==================== hms_to_seconds
**hms_to_seconds: clock wiring as the flow saved it**

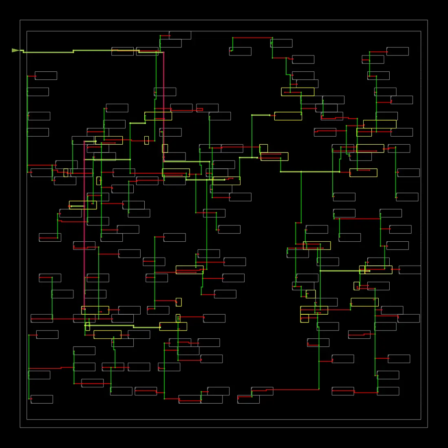

### src/rtl/hms_to_seconds.sv
// hms_to_seconds
//   Converts an hours/minutes/seconds triple into total elapsed seconds
//   (hours*3600 + mins*60 + secs) with a sequential shift-add datapath.
//   There are no multipliers. The result feeds alarm compare and elapsed-time
//   logging, which both work in flat seconds.
//
//   state | meaning
//   ------+---------------------------------------------------------------
//   IDLE  | waiting for start; captures operands on an accepted start
//   MUL_H | one hours bit per cycle, LSB first: acc += 3600<<i when set
//   MUL_M | one minutes bit per cycle, LSB first: acc += 60<<j when set
//   ADD   | adds secs, publishes total_secs/err, pulses done
//
// Ports
//   clk         system clock, all logic on posedge
//   rst         synchronous active-high reset
//   start       conversion request, sampled only in IDLE
//   hours       hours operand (HOURS_W bits), captured on accepted start
//   mins        minutes operand, legal 0..59
//   secs        seconds operand, legal 0..59
//   busy        conversion in progress
//   done        one-cycle pulse, total_secs/err valid
//   err         last conversion had mins>59 or secs>59
//   total_secs  result, held until the next done
module hms_to_seconds #(
   parameter int HOURS_W = 16,
   parameter int OUT_W   = 32
) (
   input  logic               clk,
   input  logic               rst,
   input  logic               start,
   input  logic [HOURS_W-1:0] hours,
   input  logic [7:0]         mins,
   input  logic [7:0]         secs,
   output logic               busy,
   output logic               done,
   output logic               err,
   output logic [OUT_W-1:0]   total_secs
);

   // The same counter walks the hours bits and then the 8 minutes bits.
   localparam int CNT_W = (HOURS_W > 8) ? $clog2(HOURS_W) : 3;

   typedef enum logic [1:0] {IDLE, MUL_H, MUL_M, ADD} state_t;

   state_t             state, state_nxt;
   logic [CNT_W-1:0]   cnt;
   logic               cnt_tc;
   logic [HOURS_W-1:0] hours_sh;
   logic [7:0]         mins_sh;
   logic [7:0]         secs_r;
   logic               range_err;
   logic [OUT_W-1:0]   acc;
   logic [OUT_W-1:0]   addend;

   assign cnt_tc = (cnt == '0);
   assign busy   = (state != IDLE);

   always_ff @(posedge clk) begin
      if (rst) state <= IDLE;
      else     state <= state_nxt;
   end

   always_comb begin
      state_nxt = state;
      case (state)
         IDLE:    if (start)  state_nxt = MUL_H;
         MUL_H:   if (cnt_tc) state_nxt = MUL_M;
         MUL_M:   if (cnt_tc) state_nxt = ADD;
         ADD:     state_nxt = IDLE;
         default: state_nxt = IDLE;
      endcase
   end

   always_ff @(posedge clk) begin
      if (rst) begin
         cnt        <= '0;
         hours_sh   <= '0;
         mins_sh    <= '0;
         secs_r     <= '0;
         range_err  <= 1'b0;
         acc        <= '0;
         addend     <= '0;
         done       <= 1'b0;
         err        <= 1'b0;
         total_secs <= '0;
      end else begin
         done <= 1'b0;
         case (state)
            IDLE: begin
               if (start) begin
                  hours_sh  <= hours;
                  mins_sh   <= mins;
                  secs_r    <= secs;
                  acc       <= '0;
                  addend    <= OUT_W'(3600);
                  cnt       <= CNT_W'(HOURS_W - 1);
                  range_err <= (mins > 8'd59) || (secs > 8'd59);
               end
            end
            MUL_H: begin
               if (hours_sh[0]) acc <= acc + addend;
               hours_sh <= hours_sh >> 1;
               // On the last hours bit, reload the addend for the minutes pass.
               if (cnt_tc) begin
                  addend <= OUT_W'(60);
                  cnt    <= CNT_W'(7);
               end else begin
                  addend <= addend << 1;
                  cnt    <= cnt - CNT_W'(1);
               end
            end
            MUL_M: begin
               if (mins_sh[0]) acc <= acc + addend;
               mins_sh <= mins_sh >> 1;
               addend  <= addend << 1;
               if (!cnt_tc) cnt <= cnt - CNT_W'(1);
            end
            ADD: begin
               total_secs <= range_err ? '0 : (acc + OUT_W'(secs_r));
               err        <= range_err;
               done       <= 1'b1;
            end
            default: ;
         endcase
      end
   end

endmodule

### config.mk
export PLATFORM = sky130hd
export DESIGN_NAME = hms_to_seconds
export DESIGN_NICKNAME = d
export VERILOG_FILES = /design/src/rtl/hms_to_seconds.sv
export SDC_FILE = /design/constraint.sdc
export NUM_CORES = 1
export LEC_CHECK = 0
export CORE_MARGIN = 2
export CORE_UTILIZATION = 40
export DETAILED_ROUTE_END_ITERATION = 8
export GPL_TIMING_DRIVEN = 0
export HOLD_SLACK_MARGIN = 0.15
export PLACE_DENSITY_LB_ADDON = 0.05
export SLEW_MARGIN = 20
export SYNTH_ARGS = -nofsm -noshare
export SYNTH_HDL_FRONTEND = slang
export SYNTH_SLANG_ARGS = --single-unit
### constraint.sdc
create_clock -name clk -period 7.8 [get_ports clk]
set_input_delay 0.78 -clock clk [delete_from_list [all_inputs] [get_ports clk]]
set_output_delay 0.78 -clock clk [all_outputs]
set_load 0.01 [all_outputs]
==================== game_loop_controller
**src/rtl/game_loop_controller.sv**
```systemverilog
// Game-loop core: physics tick divider, frame-synchronous game-state FSM,
// per-player velocity and saturating score lanes.
module game_loop_controller #(
  parameter int CLK       = 50000000,
  parameter int FPS       = 50,
  parameter int N_PLAYERS = 2,
  parameter int DX_MAX    = 7,
  parameter int SCORE_W   = 16
)(
  input  logic                              clk,
  input  logic                              rst,
  input  logic                              frame_start,
  input  logic                              btn_start,
  input  logic                              btn_pause,
  input  logic [N_PLAYERS-1:0]              btn_left,
  input  logic [N_PLAYERS-1:0]              btn_right,
  input  logic [N_PLAYERS-1:0]              player_fell,
  input  logic [N_PLAYERS-1:0]              score_inc,
  input  logic [N_PLAYERS-1:0][7:0]         score_amt,
  output logic                              tick,
  output logic [1:0]                        game_state,
  output logic [N_PLAYERS-1:0]              alive,
  output logic [N_PLAYERS-1:0][3:0]         delta_x,
  output logic [N_PLAYERS-1:0][SCORE_W-1:0] score,
  output logic [15:0]                       frame_count,
  output logic [1:0]                        winner
);
  localparam int TICK_DIV = CLK / FPS;
  localparam int DIV_W    = $clog2(TICK_DIV);

  localparam logic [1:0] S_IDLE  = 2'd0;
  localparam logic [1:0] S_PLAY  = 2'd1;
  localparam logic [1:0] S_PAUSE = 2'd2;
  localparam logic [1:0] S_OVER  = 2'd3;

  localparam logic [1:0] REQ_NONE  = 2'd0;
  localparam logic [1:0] REQ_START = 2'd1;
  localparam logic [1:0] REQ_PAUSE = 2'd2;

  logic [DIV_W-1:0] div;
  logic             start_d, pause_d, start_edge, pause_edge;
  logic [1:0]       req;
  logic [1:0]       state_nxt;
  logic             enter_play, enter_over;
  logic [1:0]       winner_nxt;
  logic [SCORE_W-1:0] best;

  always_ff @(posedge clk) begin
    if (rst || div == DIV_W'(TICK_DIV - 1)) div <= '0;
    else                                    div <= div + 1'b1;
  end

  assign tick = (div == DIV_W'(TICK_DIV - 1)) && (game_state == S_PLAY);

  // Game over wins over any pending request once everybody has fallen.
  always_comb begin
    state_nxt = game_state;
    if (frame_start) begin
      if (game_state == S_PLAY && alive == '0) state_nxt = S_OVER;
      else begin
        case ({game_state, req})
          {S_IDLE,  REQ_START}: state_nxt = S_PLAY;
          {S_PLAY,  REQ_PAUSE}: state_nxt = S_PAUSE;
          {S_PAUSE, REQ_PAUSE}: state_nxt = S_PLAY;
          {S_OVER,  REQ_START}: state_nxt = S_IDLE;
          default:              state_nxt = game_state;
        endcase
      end
    end
  end

  assign enter_play = (game_state == S_IDLE) && (state_nxt == S_PLAY);
  assign enter_over = (game_state != S_OVER) && (state_nxt == S_OVER);

  // Strictly-greater compare keeps ties on the lowest index.
  always_comb begin
    winner_nxt = 2'd0;
    best       = score[0];
    for (int i = 1; i < N_PLAYERS; i++) begin
      if (score[i] > best) begin
        best       = score[i];
        winner_nxt = 2'(i);
      end
    end
  end

  always_ff @(posedge clk) begin
    if (rst) begin
      start_d     <= 1'b0;
      pause_d     <= 1'b0;
      start_edge  <= 1'b0;
      pause_edge  <= 1'b0;
      req         <= REQ_NONE;
      game_state  <= S_IDLE;
      frame_count <= '0;
      winner      <= '0;
    end else begin
      start_d    <= btn_start;
      pause_d    <= btn_pause;
      start_edge <= btn_start & ~start_d;
      pause_edge <= btn_pause & ~pause_d;
      game_state <= state_nxt;
      if (pause_edge)       req <= REQ_PAUSE;
      else if (start_edge)  req <= REQ_START;
      else if (frame_start) req <= REQ_NONE;
      if (enter_play)                               frame_count <= '0;
      else if (frame_start && game_state == S_PLAY) frame_count <= frame_count + 16'd1;
      if (enter_over) winner <= winner_nxt;
    end
  end

  for (genvar i = 0; i < N_PLAYERS; i++) begin : g_lane
    localparam logic signed [3:0] DXM = 4'(DX_MAX);
    logic                alive_r;
    logic signed [3:0]   dx_r, dx_nxt;
    logic [SCORE_W-1:0]  sc_r;
    logic [SCORE_W:0]    sum;

    assign sum = {1'b0, sc_r} + {{(SCORE_W - 7){1'b0}}, score_amt[i]};

    always_comb begin
      dx_nxt = dx_r;
      if (btn_left[i] && !btn_right[i]) begin
        if (dx_r > -DXM) dx_nxt = dx_r - 4'sd1;
      end else if (btn_right[i] && !btn_left[i]) begin
        if (dx_r < DXM) dx_nxt = dx_r + 4'sd1;
      end else if (dx_r > 4'sd0) dx_nxt = dx_r - 4'sd1;
      else if (dx_r < 4'sd0)     dx_nxt = dx_r + 4'sd1;
    end

    always_ff @(posedge clk) begin
      if (rst) begin
        alive_r <= 1'b0;
        dx_r    <= '0;
        sc_r    <= '0;
      end else if (enter_play) begin
        alive_r <= 1'b1;
        dx_r    <= '0;
        sc_r    <= '0;
      end else if (game_state == S_PLAY) begin
        if (player_fell[i]) alive_r <= 1'b0;
        if (player_fell[i] || !alive_r) dx_r <= '0;
        else if (tick)                  dx_r <= dx_nxt;
        if (score_inc[i] && alive_r)
          sc_r <= sum[SCORE_W] ? '1 : sum[SCORE_W-1:0];
      end else if (game_state != S_PAUSE) begin
        dx_r <= '0;
      end
    end

    assign alive[i]   = alive_r;
    assign delta_x[i] = dx_r;
    assign score[i]   = sc_r;
  end
endmodule

```
**config.mk**
```make
export PLATFORM = sky130hd
export DESIGN_NAME = game_loop_controller
export DESIGN_NICKNAME = d
export VERILOG_FILES = /design/src/rtl/game_loop_controller.sv
export SDC_FILE = /design/constraint.sdc
export NUM_CORES = 1
export LEC_CHECK = 0
export ABC_CLOCK_PERIOD_IN_PS = 3300
export CORE_MARGIN = 5
export CORE_UTILIZATION = 53
export DETAILED_ROUTE_END_ITERATION = 8
export HOLD_SLACK_MARGIN = 0.03
export PLACE_DENSITY = 0.77
export SETUP_SLACK_MARGIN = 0.4
export SLEW_MARGIN = 25
export SYNTH_ARGS = -nofsm -noshare
export SYNTH_HDL_FRONTEND = slang
export SYNTH_SLANG_ARGS = --single-unit
```
**constraint.sdc**
```tcl
create_clock -name clk -period 3.3 [get_ports clk]
set_clock_uncertainty 0.05 [all_clocks]
set_input_delay 0.66 -clock clk [delete_from_list [all_inputs] [get_ports clk]]
set_output_delay 0.66 -clock clk [all_outputs]
set_load 0.02 [all_outputs]
```
==================== uart_frame_parser_flat
[config.mk]
export PLATFORM = sky130hd
export DESIGN_NAME = uart_frame_parser_flat
export DESIGN_NICKNAME = d
export VERILOG_FILES = /design/src/rtl/uart_frame_parser_if.sv /design/src/rtl/uart_frame_parser.sv /design/src/flat_wrapper.sv
export SDC_FILE = /design/constraint.sdc
export NUM_CORES = 1
export LEC_CHECK = 0
export ABC_AREA = 1
export CAP_MARGIN = 15
export CELL_PAD_IN_SITES_DETAIL_PLACEMENT = 2
export CELL_PAD_IN_SITES_GLOBAL_PLACEMENT = 2
export CORE_MARGIN = 2
export CORE_UTILIZATION = 40
export CTS_CLUSTER_SIZE = 14
export DETAILED_ROUTE_END_ITERATION = 8
export HOLD_SLACK_MARGIN = 0.05
export PLACE_DENSITY = 0.87
export SYNTH_ARGS = -nofsm -noshare
export SYNTH_HDL_FRONTEND = slang
export SYNTH_SLANG_ARGS = --single-unit
[constraint.sdc]
create_clock -name clk -period 6.2 [get_ports clk]
set_clock_uncertainty 0.05 [all_clocks]
set_input_delay 1.86 -clock clk [delete_from_list [all_inputs] [get_ports clk]]
set_output_delay 1.86 -clock clk [all_outputs]
set_load 0.01 [all_outputs]
[src/rtl/uart_frame_parser_if.sv]
// Bus bundle for uart_frame_parser.
// Groups the receive stream, the transmit handshake and the held-frame
// read-out port. The parser connects through the slave modport. The
// environment (UART core, consumer, testbench) uses the master modport.
//   rx_data/rx_valid    : received byte stream (1-cycle valid pulse)
//   tx_data/tx_start    : response byte and 1-cycle launch pulse
//   tx_busy             : transmitter busy
//   frame_valid/cmd/len : held good frame
//   pay_addr/pay_data   : combinational payload read port
//   frame_ack           : consumer releases the held frame
//   frame_err           : 1-cycle error pulse
//   drop_cnt            : saturating count of bytes dropped while holding
interface uart_frame_parser_if #(
    parameter int MAX_LEN = 16
);
    localparam int AW = (MAX_LEN > 1) ? $clog2(MAX_LEN) : 1;
    localparam int LW = $clog2(MAX_LEN + 1);

    logic [7:0]    rx_data;
    logic          rx_valid;
    logic [7:0]    tx_data;
    logic          tx_start;
    logic          tx_busy;
    logic          frame_valid;
    logic [7:0]    frame_cmd;
    logic [LW-1:0] frame_len;
    logic [AW-1:0] pay_addr;
    logic [7:0]    pay_data;
    logic          frame_ack;
    logic          frame_err;
    logic [7:0]    drop_cnt;

    modport slave (
        input  rx_data, rx_valid, tx_busy, pay_addr, frame_ack,
        output tx_data, tx_start, frame_valid, frame_cmd, frame_len,
               pay_data, frame_err, drop_cnt
    );

    modport master (
        output rx_data, rx_valid, tx_busy, pay_addr, frame_ack,
        input  tx_data, tx_start, frame_valid, frame_cmd, frame_len,
               pay_data, frame_err, drop_cnt
    );
endinterface

[src/rtl/uart_frame_parser.sv]
// UART frame parser.
// Assembles SOF, CMD, LEN, PAYLOAD[LEN], CHK frames (CHK = XOR of CMD, LEN
// and payload) from the received byte stream, holds the payload of a good
// frame until the consumer acknowledges it, and answers each checked frame
// with a single ACK/NACK byte through the transmitter handshake.
// Ports:
//   clk   : system clock
//   reset : asynchronous reset, active-high
//   bus   : uart_frame_parser_if.slave (see interface for signal list)
module uart_frame_parser #(
    parameter int         MAX_LEN        = 16,
    parameter int         TIMEOUT_CYCLES = 12000,
    parameter logic [7:0] SOF_BYTE       = 8'hA5,
    parameter logic [7:0] ACK_BYTE       = 8'h06,
    parameter logic [7:0] NACK_BYTE      = 8'h15
) (
    input logic                clk,
    input logic                reset,
    uart_frame_parser_if.slave bus
);
    localparam int AW = (MAX_LEN > 1) ? $clog2(MAX_LEN) : 1;
    localparam int LW = $clog2(MAX_LEN + 1);
    localparam int TW = $clog2(TIMEOUT_CYCLES + 1);

    typedef enum logic [2:0] {IDLE, CMD, LEN, PAY, CHK, HOLD} state_t;

    state_t        state_q, state_d;
    logic [7:0]    cmd_q, cmd_d;
    logic [7:0]    chk_q, chk_d;
    logic [7:0]    drop_q, drop_d;
    logic [LW-1:0] len_q, len_d;
    logic [LW-1:0] idx_q, idx_d;
    logic [TW-1:0] tmo_q, tmo_d;
    logic          err_q, err_d;
    logic          resp_full_q, resp_full_d;
    logic [7:0]    resp_q, resp_d;
    logic [7:0]    tx_data_q, tx_data_d;
    logic          tx_start_q, tx_start_d;
    logic [1:0]    blind_q, blind_d;

    logic          buf_we;
    logic          resp_new;
    logic [7:0]    resp_val;
    logic          launch;
    logic          timing;
    logic [7:0]    buf_q [MAX_LEN];

    always_comb begin
        state_d  = state_q;
        cmd_d    = cmd_q;
        chk_d    = chk_q;
        len_d    = len_q;
        idx_d    = idx_q;
        drop_d   = drop_q;
        tmo_d    = tmo_q;
        err_d    = 1'b0;
        buf_we   = 1'b0;
        resp_new = 1'b0;
        resp_val = ACK_BYTE;

        case (state_q)
            IDLE: begin
                if (bus.rx_valid && bus.rx_data == SOF_BYTE) state_d = CMD;
            end
            CMD: begin
                if (bus.rx_valid) begin
                    cmd_d   = bus.rx_data;
                    chk_d   = bus.rx_data;
                    idx_d   = '0;
                    state_d = LEN;
                end
            end
            LEN: begin
                if (bus.rx_valid) begin
                    if (bus.rx_data > 8'(MAX_LEN)) begin
                        err_d    = 1'b1;
                        resp_new = 1'b1;
                        resp_val = NACK_BYTE;
                        state_d  = IDLE;
                    end else begin
                        len_d   = bus.rx_data[LW-1:0];
                        chk_d   = chk_q ^ bus.rx_data;
                        state_d = (bus.rx_data == 8'd0) ? CHK : PAY;
                    end
                end
            end
            PAY: begin
                if (bus.rx_valid) begin
                    buf_we = 1'b1;
                    chk_d  = chk_q ^ bus.rx_data;
                    idx_d  = idx_q + LW'(1);
                    if (idx_q + LW'(1) == len_q) state_d = CHK;
                end
            end
            CHK: begin
                if (bus.rx_valid) begin
                    resp_new = 1'b1;
                    if (bus.rx_data == chk_q) begin
                        resp_val = ACK_BYTE;
                        state_d  = HOLD;
                    end else begin
                        resp_val = NACK_BYTE;
                        err_d    = 1'b1;
                        state_d  = IDLE;
                    end
                end
            end
            HOLD: begin
                // Bytes arriving while a frame is held are discarded and counted.
                if (bus.rx_valid && drop_q != 8'hFF) drop_d = drop_q + 8'd1;
                if (bus.frame_ack) state_d = IDLE;
            end
            default: state_d = IDLE;
        endcase

        // Inter-byte timeout: only inside a frame; a byte in the expiry
        // cycle takes priority and simply reloads the counter.
        timing = (state_q == CMD) || (state_q == LEN) || (state_q == PAY) || (state_q == CHK);
        if (bus.rx_valid || !timing) begin
            tmo_d = '0;
        end else if (tmo_q == TW'(TIMEOUT_CYCLES - 1)) begin
            tmo_d   = '0;
            err_d   = 1'b1;
            state_d = IDLE;
        end else begin
            tmo_d = tmo_q + TW'(1);
        end

        // Single-entry response slot. The transmitter raises tx_busy only a
        // couple of cycles after tx_start, so busy is masked right after a launch.
        launch      = resp_full_q && (blind_q == 2'd0) && !bus.tx_busy;
        resp_full_d = resp_full_q;
        resp_d      = resp_q;
        if (launch) resp_full_d = 1'b0;
        if (resp_new) begin
            resp_full_d = 1'b1;
            resp_d      = resp_val;
        end
        tx_start_d = launch;
        tx_data_d  = launch ? resp_q : tx_data_q;
        blind_d    = launch ? 2'd2 : ((blind_q != 2'd0) ? blind_q - 2'd1 : 2'd0);
    end

    always_ff @(posedge clk or posedge reset) begin
        if (reset) begin
            state_q     <= IDLE;
            cmd_q       <= '0;
            chk_q       <= '0;
            len_q       <= '0;
            idx_q       <= '0;
            drop_q      <= '0;
            tmo_q       <= '0;
            err_q       <= 1'b0;
            resp_full_q <= 1'b0;
            resp_q      <= '0;
            tx_data_q   <= '0;
            tx_start_q  <= 1'b0;
            blind_q     <= '0;
        end else begin
            state_q     <= state_d;
            cmd_q       <= cmd_d;
            chk_q       <= chk_d;
            len_q       <= len_d;
            idx_q       <= idx_d;
            drop_q      <= drop_d;
            tmo_q       <= tmo_d;
            err_q       <= err_d;
            resp_full_q <= resp_full_d;
            resp_q      <= resp_d;
            tx_data_q   <= tx_data_d;
            tx_start_q  <= tx_start_d;
            blind_q     <= blind_d;
        end
    end

    always_ff @(posedge clk) begin
        if (buf_we) buf_q[idx_q[AW-1:0]] <= bus.rx_data;
    end

    assign bus.frame_valid = (state_q == HOLD);
    assign bus.frame_cmd   = cmd_q;
    assign bus.frame_len   = len_q;
    assign bus.pay_data    = (int'(bus.pay_addr) < MAX_LEN) ? buf_q[bus.pay_addr] : 8'h00;
    assign bus.frame_err   = err_q;
    assign bus.drop_cnt    = drop_q;
    assign bus.tx_data     = tx_data_q;
    assign bus.tx_start    = tx_start_q;
endmodule

[src/flat_wrapper.sv]
// flat-port wrapper written by rule: the top's interface ports become plain ports
module uart_frame_parser_flat 
#(
    parameter int         MAX_LEN        = 16,
    parameter int         TIMEOUT_CYCLES = 12000,
    parameter logic [7:0] SOF_BYTE       = 8'hA5,
    parameter logic [7:0] ACK_BYTE       = 8'h06,
    parameter logic [7:0] NACK_BYTE      = 8'h15
)
  (clk, reset, bus_rx_data, bus_rx_valid, bus_tx_busy, bus_pay_addr, bus_frame_ack, bus_tx_data, bus_tx_start, bus_frame_valid, bus_frame_cmd, bus_frame_len, bus_pay_data, bus_frame_err, bus_drop_cnt);
  uart_frame_parser_if #(.MAX_LEN(MAX_LEN)) bus_i ();
  input logic clk;
  input logic reset;
  input wire logic [$bits(bus_i.rx_data)-1:0] bus_rx_data;
  input wire logic [$bits(bus_i.rx_valid)-1:0] bus_rx_valid;
  input wire logic [$bits(bus_i.tx_busy)-1:0] bus_tx_busy;
  input wire logic [$bits(bus_i.pay_addr)-1:0] bus_pay_addr;
  input wire logic [$bits(bus_i.frame_ack)-1:0] bus_frame_ack;
  output wire logic [$bits(bus_i.tx_data)-1:0] bus_tx_data;
  output wire logic [$bits(bus_i.tx_start)-1:0] bus_tx_start;
  output wire logic [$bits(bus_i.frame_valid)-1:0] bus_frame_valid;
  output wire logic [$bits(bus_i.frame_cmd)-1:0] bus_frame_cmd;
  output wire logic [$bits(bus_i.frame_len)-1:0] bus_frame_len;
  output wire logic [$bits(bus_i.pay_data)-1:0] bus_pay_data;
  output wire logic [$bits(bus_i.frame_err)-1:0] bus_frame_err;
  output wire logic [$bits(bus_i.drop_cnt)-1:0] bus_drop_cnt;
  assign bus_i.rx_data = bus_rx_data;
  assign bus_i.rx_valid = bus_rx_valid;
  assign bus_i.tx_busy = bus_tx_busy;
  assign bus_i.pay_addr = bus_pay_addr;
  assign bus_i.frame_ack = bus_frame_ack;
  assign bus_tx_data = bus_i.tx_data;
  assign bus_tx_start = bus_i.tx_start;
  assign bus_frame_valid = bus_i.frame_valid;
  assign bus_frame_cmd = bus_i.frame_cmd;
  assign bus_frame_len = bus_i.frame_len;
  assign bus_pay_data = bus_i.pay_data;
  assign bus_frame_err = bus_i.frame_err;
  assign bus_drop_cnt = bus_i.drop_cnt;
  uart_frame_parser #(.MAX_LEN(MAX_LEN), .TIMEOUT_CYCLES(TIMEOUT_CYCLES), .SOF_BYTE(SOF_BYTE), .ACK_BYTE(ACK_BYTE), .NACK_BYTE(NACK_BYTE)) u_core (.clk(clk), .reset(reset), .bus(bus_i));
endmodule
==================== control_ranas_n
## src/rtl/control_ranas_n.sv

```systemverilog
// Frog-round controller: counts frogs home, tracks goal slots and lives, and
// requests re-spawns; ends each game with a one-cycle win or game-over pulse.
module control_ranas_n #(
   parameter int unsigned DATAWIDTH_POS    = 3,
   parameter int unsigned DATAWIDTH_ESTADO = 3,
   parameter logic [DATAWIDTH_ESTADO-1:0] ESTADO_JUEGO = 3'b111,
   parameter logic [DATAWIDTH_POS-1:0]    META_Y       = 3'b111,
   parameter logic [2**DATAWIDTH_POS-1:0] META_MASK    = 8'b0101_0010,
   parameter int unsigned NUM_RANAS = 3,
   parameter int unsigned NUM_VIDAS = 3,
   parameter int unsigned CNT_W     = 4,
   parameter int unsigned VIDA_W    = 2
) (
   input  logic                          CRN_CLOCK_50,
   input  logic                          CRN_RESET,
   input  logic [DATAWIDTH_POS-1:0]      CRN_POSX,
   input  logic [DATAWIDTH_POS-1:0]      CRN_POSY,
   input  logic                          CRN_PERDIO,
   input  logic [DATAWIDTH_ESTADO-1:0]   CRN_ESTADO,
   output logic                          CRN_RANA_INI_OUT,
   output logic                          CRN_GANO_OUT,
   output logic                          CRN_FIN_OUT,
   output logic [CNT_W-1:0]              CRN_RANAS_OUT,
   output logic [VIDA_W-1:0]             CRN_VIDAS_OUT,
   output logic [2**DATAWIDTH_POS-1:0]   CRN_META_OCUP_OUT
);

   typedef enum logic [2:0] {
      StIdle, StIniRana, StJugando, StLlego, StMuerte, StGano, StFin
   } state_t;

   state_t state_q, state_d;
   logic [CNT_W-1:0]            ranas_q, ranas_d;
   logic [VIDA_W-1:0]           vidas_q, vidas_d;
   logic [2**DATAWIDTH_POS-1:0] meta_q, meta_d;

   logic jugar, en_meta, llegada, mala_meta;

   assign jugar     = (CRN_ESTADO == ESTADO_JUEGO);
   assign en_meta   = (CRN_POSY == META_Y);
   assign llegada   = en_meta && META_MASK[CRN_POSX] && !meta_q[CRN_POSX];
   // Home row but not a free goal: wrong column or an already taken slot.
   assign mala_meta = en_meta && !llegada;

   always_ff @(posedge CRN_CLOCK_50) begin
      if (CRN_RESET) begin
         state_q <= StIdle;
         ranas_q <= '0;
         vidas_q <= VIDA_W'(NUM_VIDAS);
         meta_q  <= '0;
      end else begin
         state_q <= state_d;
         ranas_q <= ranas_d;
         vidas_q <= vidas_d;
         meta_q  <= meta_d;
      end
   end

   always_comb begin
      state_d          = state_q;
      ranas_d          = ranas_q;
      vidas_d          = vidas_q;
      meta_d           = meta_q;
      CRN_RANA_INI_OUT = 1'b0;
      CRN_GANO_OUT     = 1'b0;
      CRN_FIN_OUT      = 1'b0;
      case (state_q)
         StIdle: begin
            CRN_RANA_INI_OUT = 1'b1;
            if (jugar) begin
               state_d = StIniRana;
               ranas_d = '0;
               vidas_d = VIDA_W'(NUM_VIDAS);
               meta_d  = '0;
            end
         end
         StIniRana: begin
            CRN_RANA_INI_OUT = 1'b1;
            state_d = jugar ? StJugando : StIdle;
         end
         StJugando: begin
            if (!jugar) begin
               state_d = StIdle;
            end else if (llegada) begin
               state_d          = StLlego;
               meta_d[CRN_POSX] = 1'b1;
               if (ranas_q < CNT_W'(NUM_RANAS)) ranas_d = ranas_q + CNT_W'(1);
            end else if (CRN_PERDIO || mala_meta) begin
               state_d = StMuerte;
               if (vidas_q != '0) vidas_d = vidas_q - VIDA_W'(1);
            end
         end
         StLlego:  state_d = (ranas_q == CNT_W'(NUM_RANAS)) ? StGano : StIniRana;
         StMuerte: state_d = (vidas_q == '0) ? StFin : StIniRana;
         StGano: begin
            CRN_GANO_OUT = 1'b1;
            state_d      = StIdle;
         end
         StFin: begin
            CRN_FIN_OUT = 1'b1;
            state_d     = StIdle;
         end
         default: state_d = StIdle;
      endcase
   end

   assign CRN_RANAS_OUT     = ranas_q;
   assign CRN_VIDAS_OUT     = vidas_q;
   assign CRN_META_OCUP_OUT = meta_q;

endmodule

```

## config.mk

```make
export PLATFORM = sky130hd
export DESIGN_NAME = control_ranas_n
export DESIGN_NICKNAME = d
export VERILOG_FILES = /design/src/rtl/control_ranas_n.sv
export SDC_FILE = /design/constraint.sdc
export NUM_CORES = 1
export LEC_CHECK = 0
export CAP_MARGIN = 10
export CORE_AREA = 4 4 49 51
export CTS_BUF_LIST = sky130_fd_sc_hd__clkbuf_16
export CTS_CLUSTER_DIAMETER = 120
export DETAILED_ROUTE_END_ITERATION = 6
export DIE_AREA = 0 0 53 55
export GPL_TIMING_DRIVEN = 0
export PLACE_DENSITY = 0.78
export SETUP_SLACK_MARGIN = 0.15
export SKIP_LAST_GASP = 1
export SYNTH_ARGS = -nofsm -noshare
export SYNTH_HDL_FRONTEND = slang
export SYNTH_SLANG_ARGS = --single-unit
```

## constraint.sdc

```tcl
create_clock -name CRN_CLOCK_50 -period 2.39 [get_ports CRN_CLOCK_50]
set_input_delay 0.239 -clock CRN_CLOCK_50 [delete_from_list [all_inputs] [get_ports CRN_CLOCK_50]]
set_output_delay 0.239 -clock CRN_CLOCK_50 [all_outputs]
set_load 0.05 [all_outputs]
```

**uart_frame_parser_flat: cells colored by class**

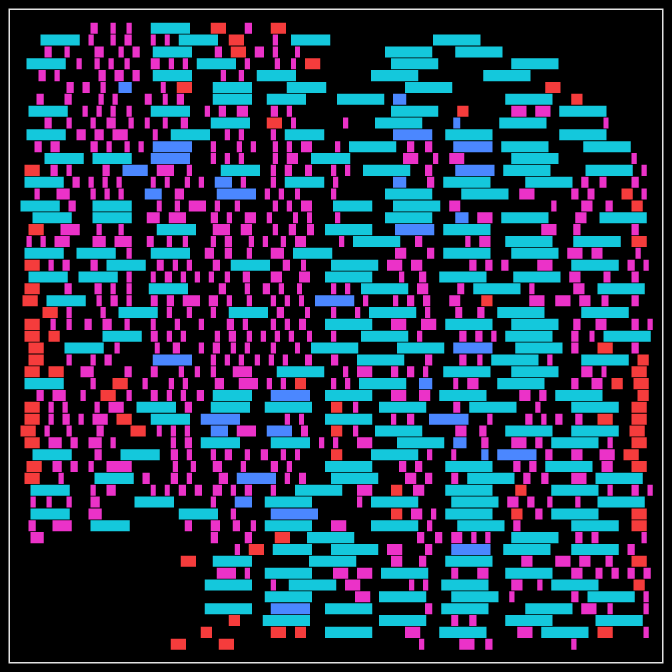
- cyan: flip-flops (cells 190; share of their area 56%)
- red: other buffers and delay cells (cells 72; share of their area 7.0%)
- magenta: all other logic (cells 568; share of their area 31%)
- blue: clock drivers and dummy loads (cells 32; share of their area 6.2%)

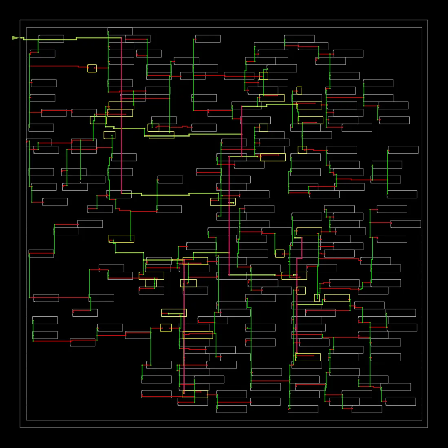
**Above:** uart_frame_parser_flat (clock wiring as the flow saved it).
clk_buf instances: 17
clock sinks: 190
Clk power: 1120 uW
clock buffer count from CTS: 17
clk latency late pin: 0.45 ns

==> reports/metrics.cfg, uart_frame_parser_flat <==
[final_timing]
slew_headroom = 0.344
worst_pin_slew_ns = 0.980

[final_layout]
final_layout_size_suffix_gt1_frac = 0.0882
fin_cells = 1137
final_cell_mix = nand2_1 (131), edfxtp_1 (128), inv_1 (101)
area_growth_pct = 17.0

[power_and_ir_drop]
p_sw_uw = 799
power_leader = sequential cells
p_leak_uw = 0.00394

[worst_setup_path]
cp-endpoint = bus_pay_data[6]
critical-path-top-delay-family = buffers and inverters
crit_slowest_cell = clkdlybuf4s50_1

[grt]
grt_pass1_vias = 6887
grt_max_degree = 63
antenna_found_initial = 0

[detailed_routing]
drtAntennaViolNets = 0
first_pass_iters = 4

[yosys]
ys_types = 35
ys_seq_share = 0.635
simple_gate_share = 0.128
yosys.area_share.aoi = 0.111

[place]
placedCellCount = 1104

[floorplan]
die_w_microns = 150
rows = 53
chipHeight_microns = 150

[status]
status = complete, no violations

[cts]
clkTransAtPathRegs_ns = 0.07

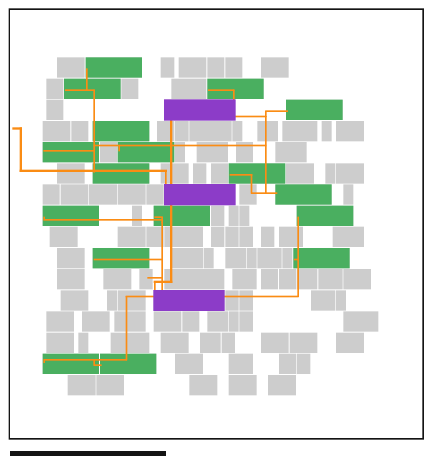
**Above:** control_ranas_n (clock wires, drivers and flops).
Scale bar: 20 microns.
- orange: clock wires (length 231 microns)
- purple: cells driving clock nets (count 3)
- green: flip-flops (count 17)
- routed clock nets: 4

==> reports/metrics.cfg, control_ranas_n <==
[status]
status = complete, no violations

[final_timing]
post-route-period-util = 0.887
min_period_ns = 2.12

[final_layout]
seq_cells = 17
final_common_cell = clkdlybuf4s50_1
seq_share = 0.267
num-nonclk-buffers = 32
n_antenna_cell = 0

[worst_setup_path]
end_kind = output port
cp.arrival_ns = 1.88

[yosys]
syn_area_sq_um = 890
synth_nets = 107
ys_types = 43
synth.largest_area_cell = dfxtp_1
topCombFamilyByArea = simple AND/OR/NAND/NOR gates

[cts]
cts_buffers = 3
tritoncts = yes
clkTransAtPathRegs_ns = 0.05

[place]
place_area_sq_um = 1190

[power_and_ir_drop]
p_sw_uw = 195
p_seq_uw = 300

[detailed_routing]
drt_iter0_drc = 13
route.met2.wl_microns = 982
wl_per_cell_microns = 13.9

[grt]
grt_pass1_wl_mm = 3.61

[floorplan]
io_pins = 29
chipHeight_microns = 55

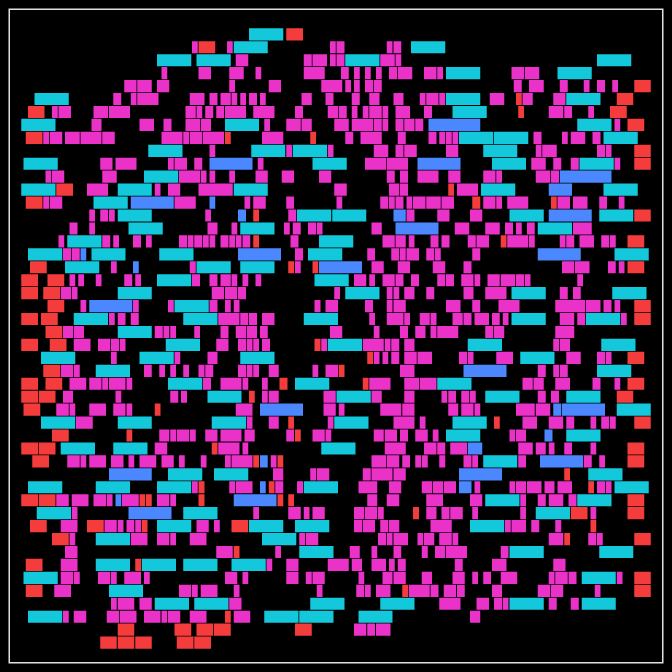
**Above:** hms_to_seconds (cells colored by class).
- blue: clock drivers and dummy loads (cells 32; share of their area 6.8%)
- cyan: flip-flops (cells 133; share of their area 32%)
- red: other buffers and delay cells (cells 111; share of their area 10%)
- magenta: all other logic (cells 692; share of their area 51%)

Notes on 'clock wiring as the flow saved it' of hms_to_seconds above:
clk_buf instances: 23
seq_cells: 133
worst clock skew: 0.00881 ns
clk latency late pin: 0.42 ns

==> reports/metrics.cfg, hms_to_seconds <==
[place]
placedCellCount = 1161

[run]
cap_violations = 0
warnings = 29

[yosys]
netlist_instances = 868
syn_area_sq_um = 7080
synth_nets = 944
async_reset_ff_frac = 0
synth_area_per_cell_sq_um = 8.16

[final_layout]
clkCellAreaFrac = 0.0653
largest_register_ffs = 32
largest-register = total_secs
nMultiInputCombCells = 660
area_growth_pct = 21.5
post-route-util = 0.497
register_area_sq_um = 2660

[detailed_routing]
avgViaCountPerCell = 5.27
route.met2.wl_mm = 8.52
num_vias = 6285
wl_met3_microns = 584

[grt]
use_met1 = 0.276
antenna_found_initial = 0

[worst_setup_path]
crit_chain = clkdlybuf4s50_1 -> nand2b_1 -> and2_1 -> buf_2 -> and3_1 -> clkbuf_1 -> nor2b_1 -> clkbuf_1 -> nand2_1 -> or3_1 -> o211ai_1
worstPathRequired_ns = 8.14

[power_and_ir_drop]
p_seq_uw = 840

[status]
status = complete, no violations

[hold_path]
min_path_cells = 2

[final_timing]
finalSetupViolCount = 0
worst_pin_slew_ns = 0.869

[cts]
clkTransAtPathRegs_ns = 0.06

[floorplan]
io_pins = 70

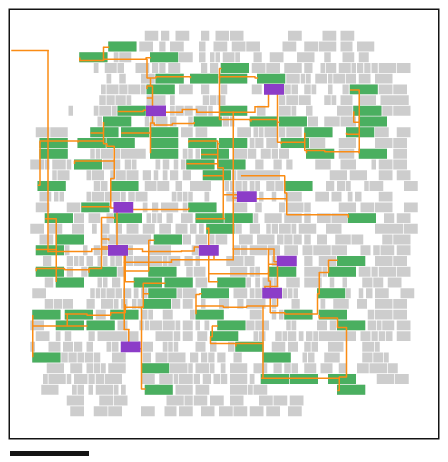
**Above:** game_loop_controller (clock wires, drivers and flops).
Scale bar: 20 microns.
- green: flip-flops (count 87)
- purple: cells driving clock nets (count 9)
- orange: clock wires (length 1070 microns)
- routed clock nets: 10

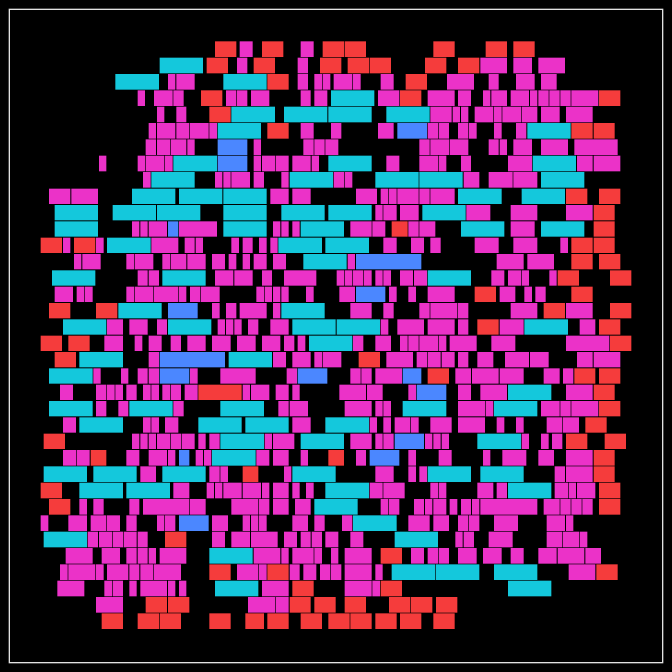
**Above:** game_loop_controller (cells colored by class).
- magenta: all other logic (cells 500; share of their area 53%)
- blue: clock drivers and dummy loads (cells 16; share of their area 3.7%)
- red: other buffers and delay cells (cells 95; share of their area 15%)
- cyan: flip-flops (cells 87; share of their area 28%)

==> reports/metrics.cfg, game_loop_controller <==
[status]
status = complete, no violations

[yosys]
yosys.area_share.aoi = 0.184
synth_flop_count = 87
fa_ha_area_frac = 0.125
top_cell_area_share = 0.339
top_cells_by_area = dfxtp_1 (34%), ha_1 (12%), nor2_1 (5.5%)
syn_area_sq_um = 5140

[final_layout]
num-nonclk-buffers = 95

[final_timing]
rsz0062_at_grt = false
fmax_ghz = 0.368
slew_headroom = 0.552

[hold_path]
min_path_cells = 1

[grt]
grt_max_degree = 23
antenna_found_initial = 0

[worst_setup_path]
crit_slowest_cell = clkdlybuf4s50_1



==> layout pictures side by side <==
Register map, names as in the netlist.
(a)
Other cells in gray.
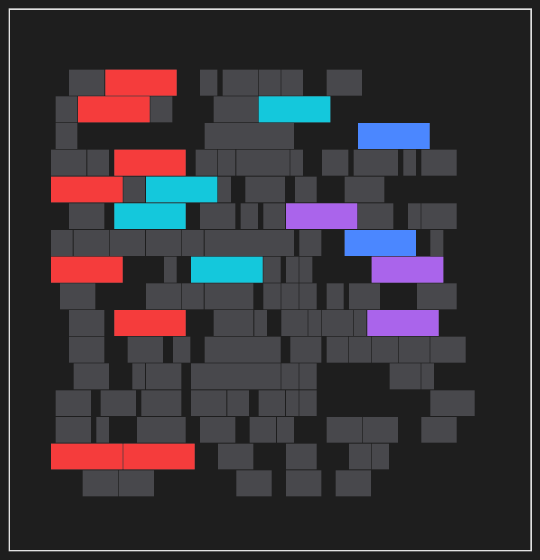
(b)
Other sequential cells in the stronger gray, the rest of the logic in the fainter gray.
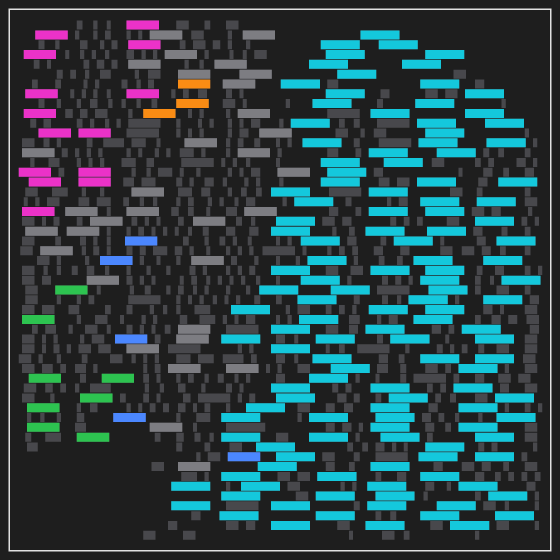
(c)
Other sequential cells in the stronger gray, the rest of the logic in the fainter gray.
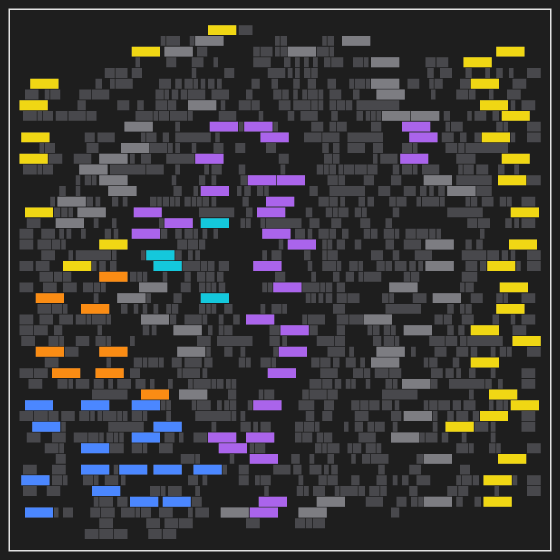
(d)
Other sequential cells in the stronger gray, the rest of the logic in the fainter gray.
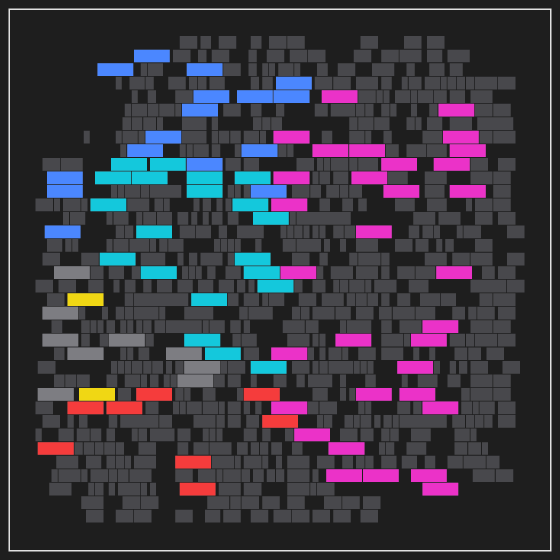
For game_loop_controller, see (d).
For hms_to_seconds, see (c).
For control_ranas_n, see (a).
For uart_frame_parser_flat, see (b).
Of these, fewest cells: (a)

Key to (d):
- red: g_lane.dx_r (sequential cells 8)
- magenta: g_lane.sc_r (sequential cells 32)
- cyan: div (sequential cells 20)
- blue: frame_count (sequential cells 16)
- yellow: req (sequential cells 2)
- not colored: 9


## Gallery

Gate-type map.
shot_01.png
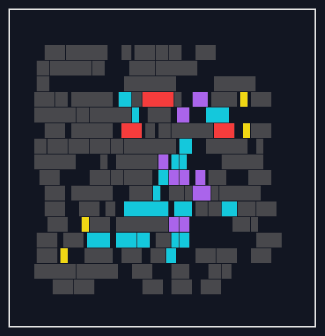
shot_02.png
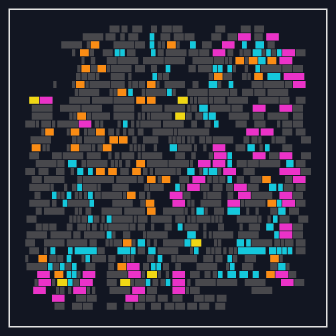
shot_03.png
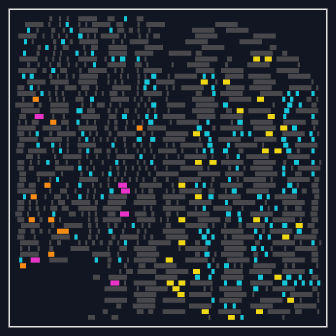
shot_04.png
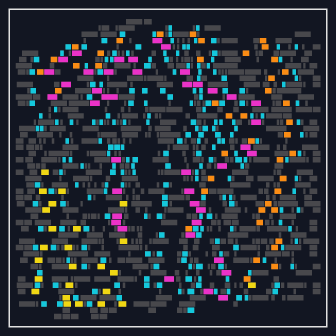
| picture | from |
|---|---|
| shot_02.png | game_loop_controller |
| shot_01.png | control_ranas_n |
| shot_03.png | uart_frame_parser_flat |
| shot_04.png | hms_to_seconds |
- fewest cells: shot_01.png

Key to shot_01.png:
- red: multiplexers (cells 3; most used mux2i_1)
- yellow: inverters (cells 4; most used inv_1)
- purple: inverting AOI/OAI gates (cells 9; most used a21oi_1; where center)
- cyan: NAND gates (cells 17; most used nand2_1)

No activity file was given, so power comes from the tool's default toggle rates.
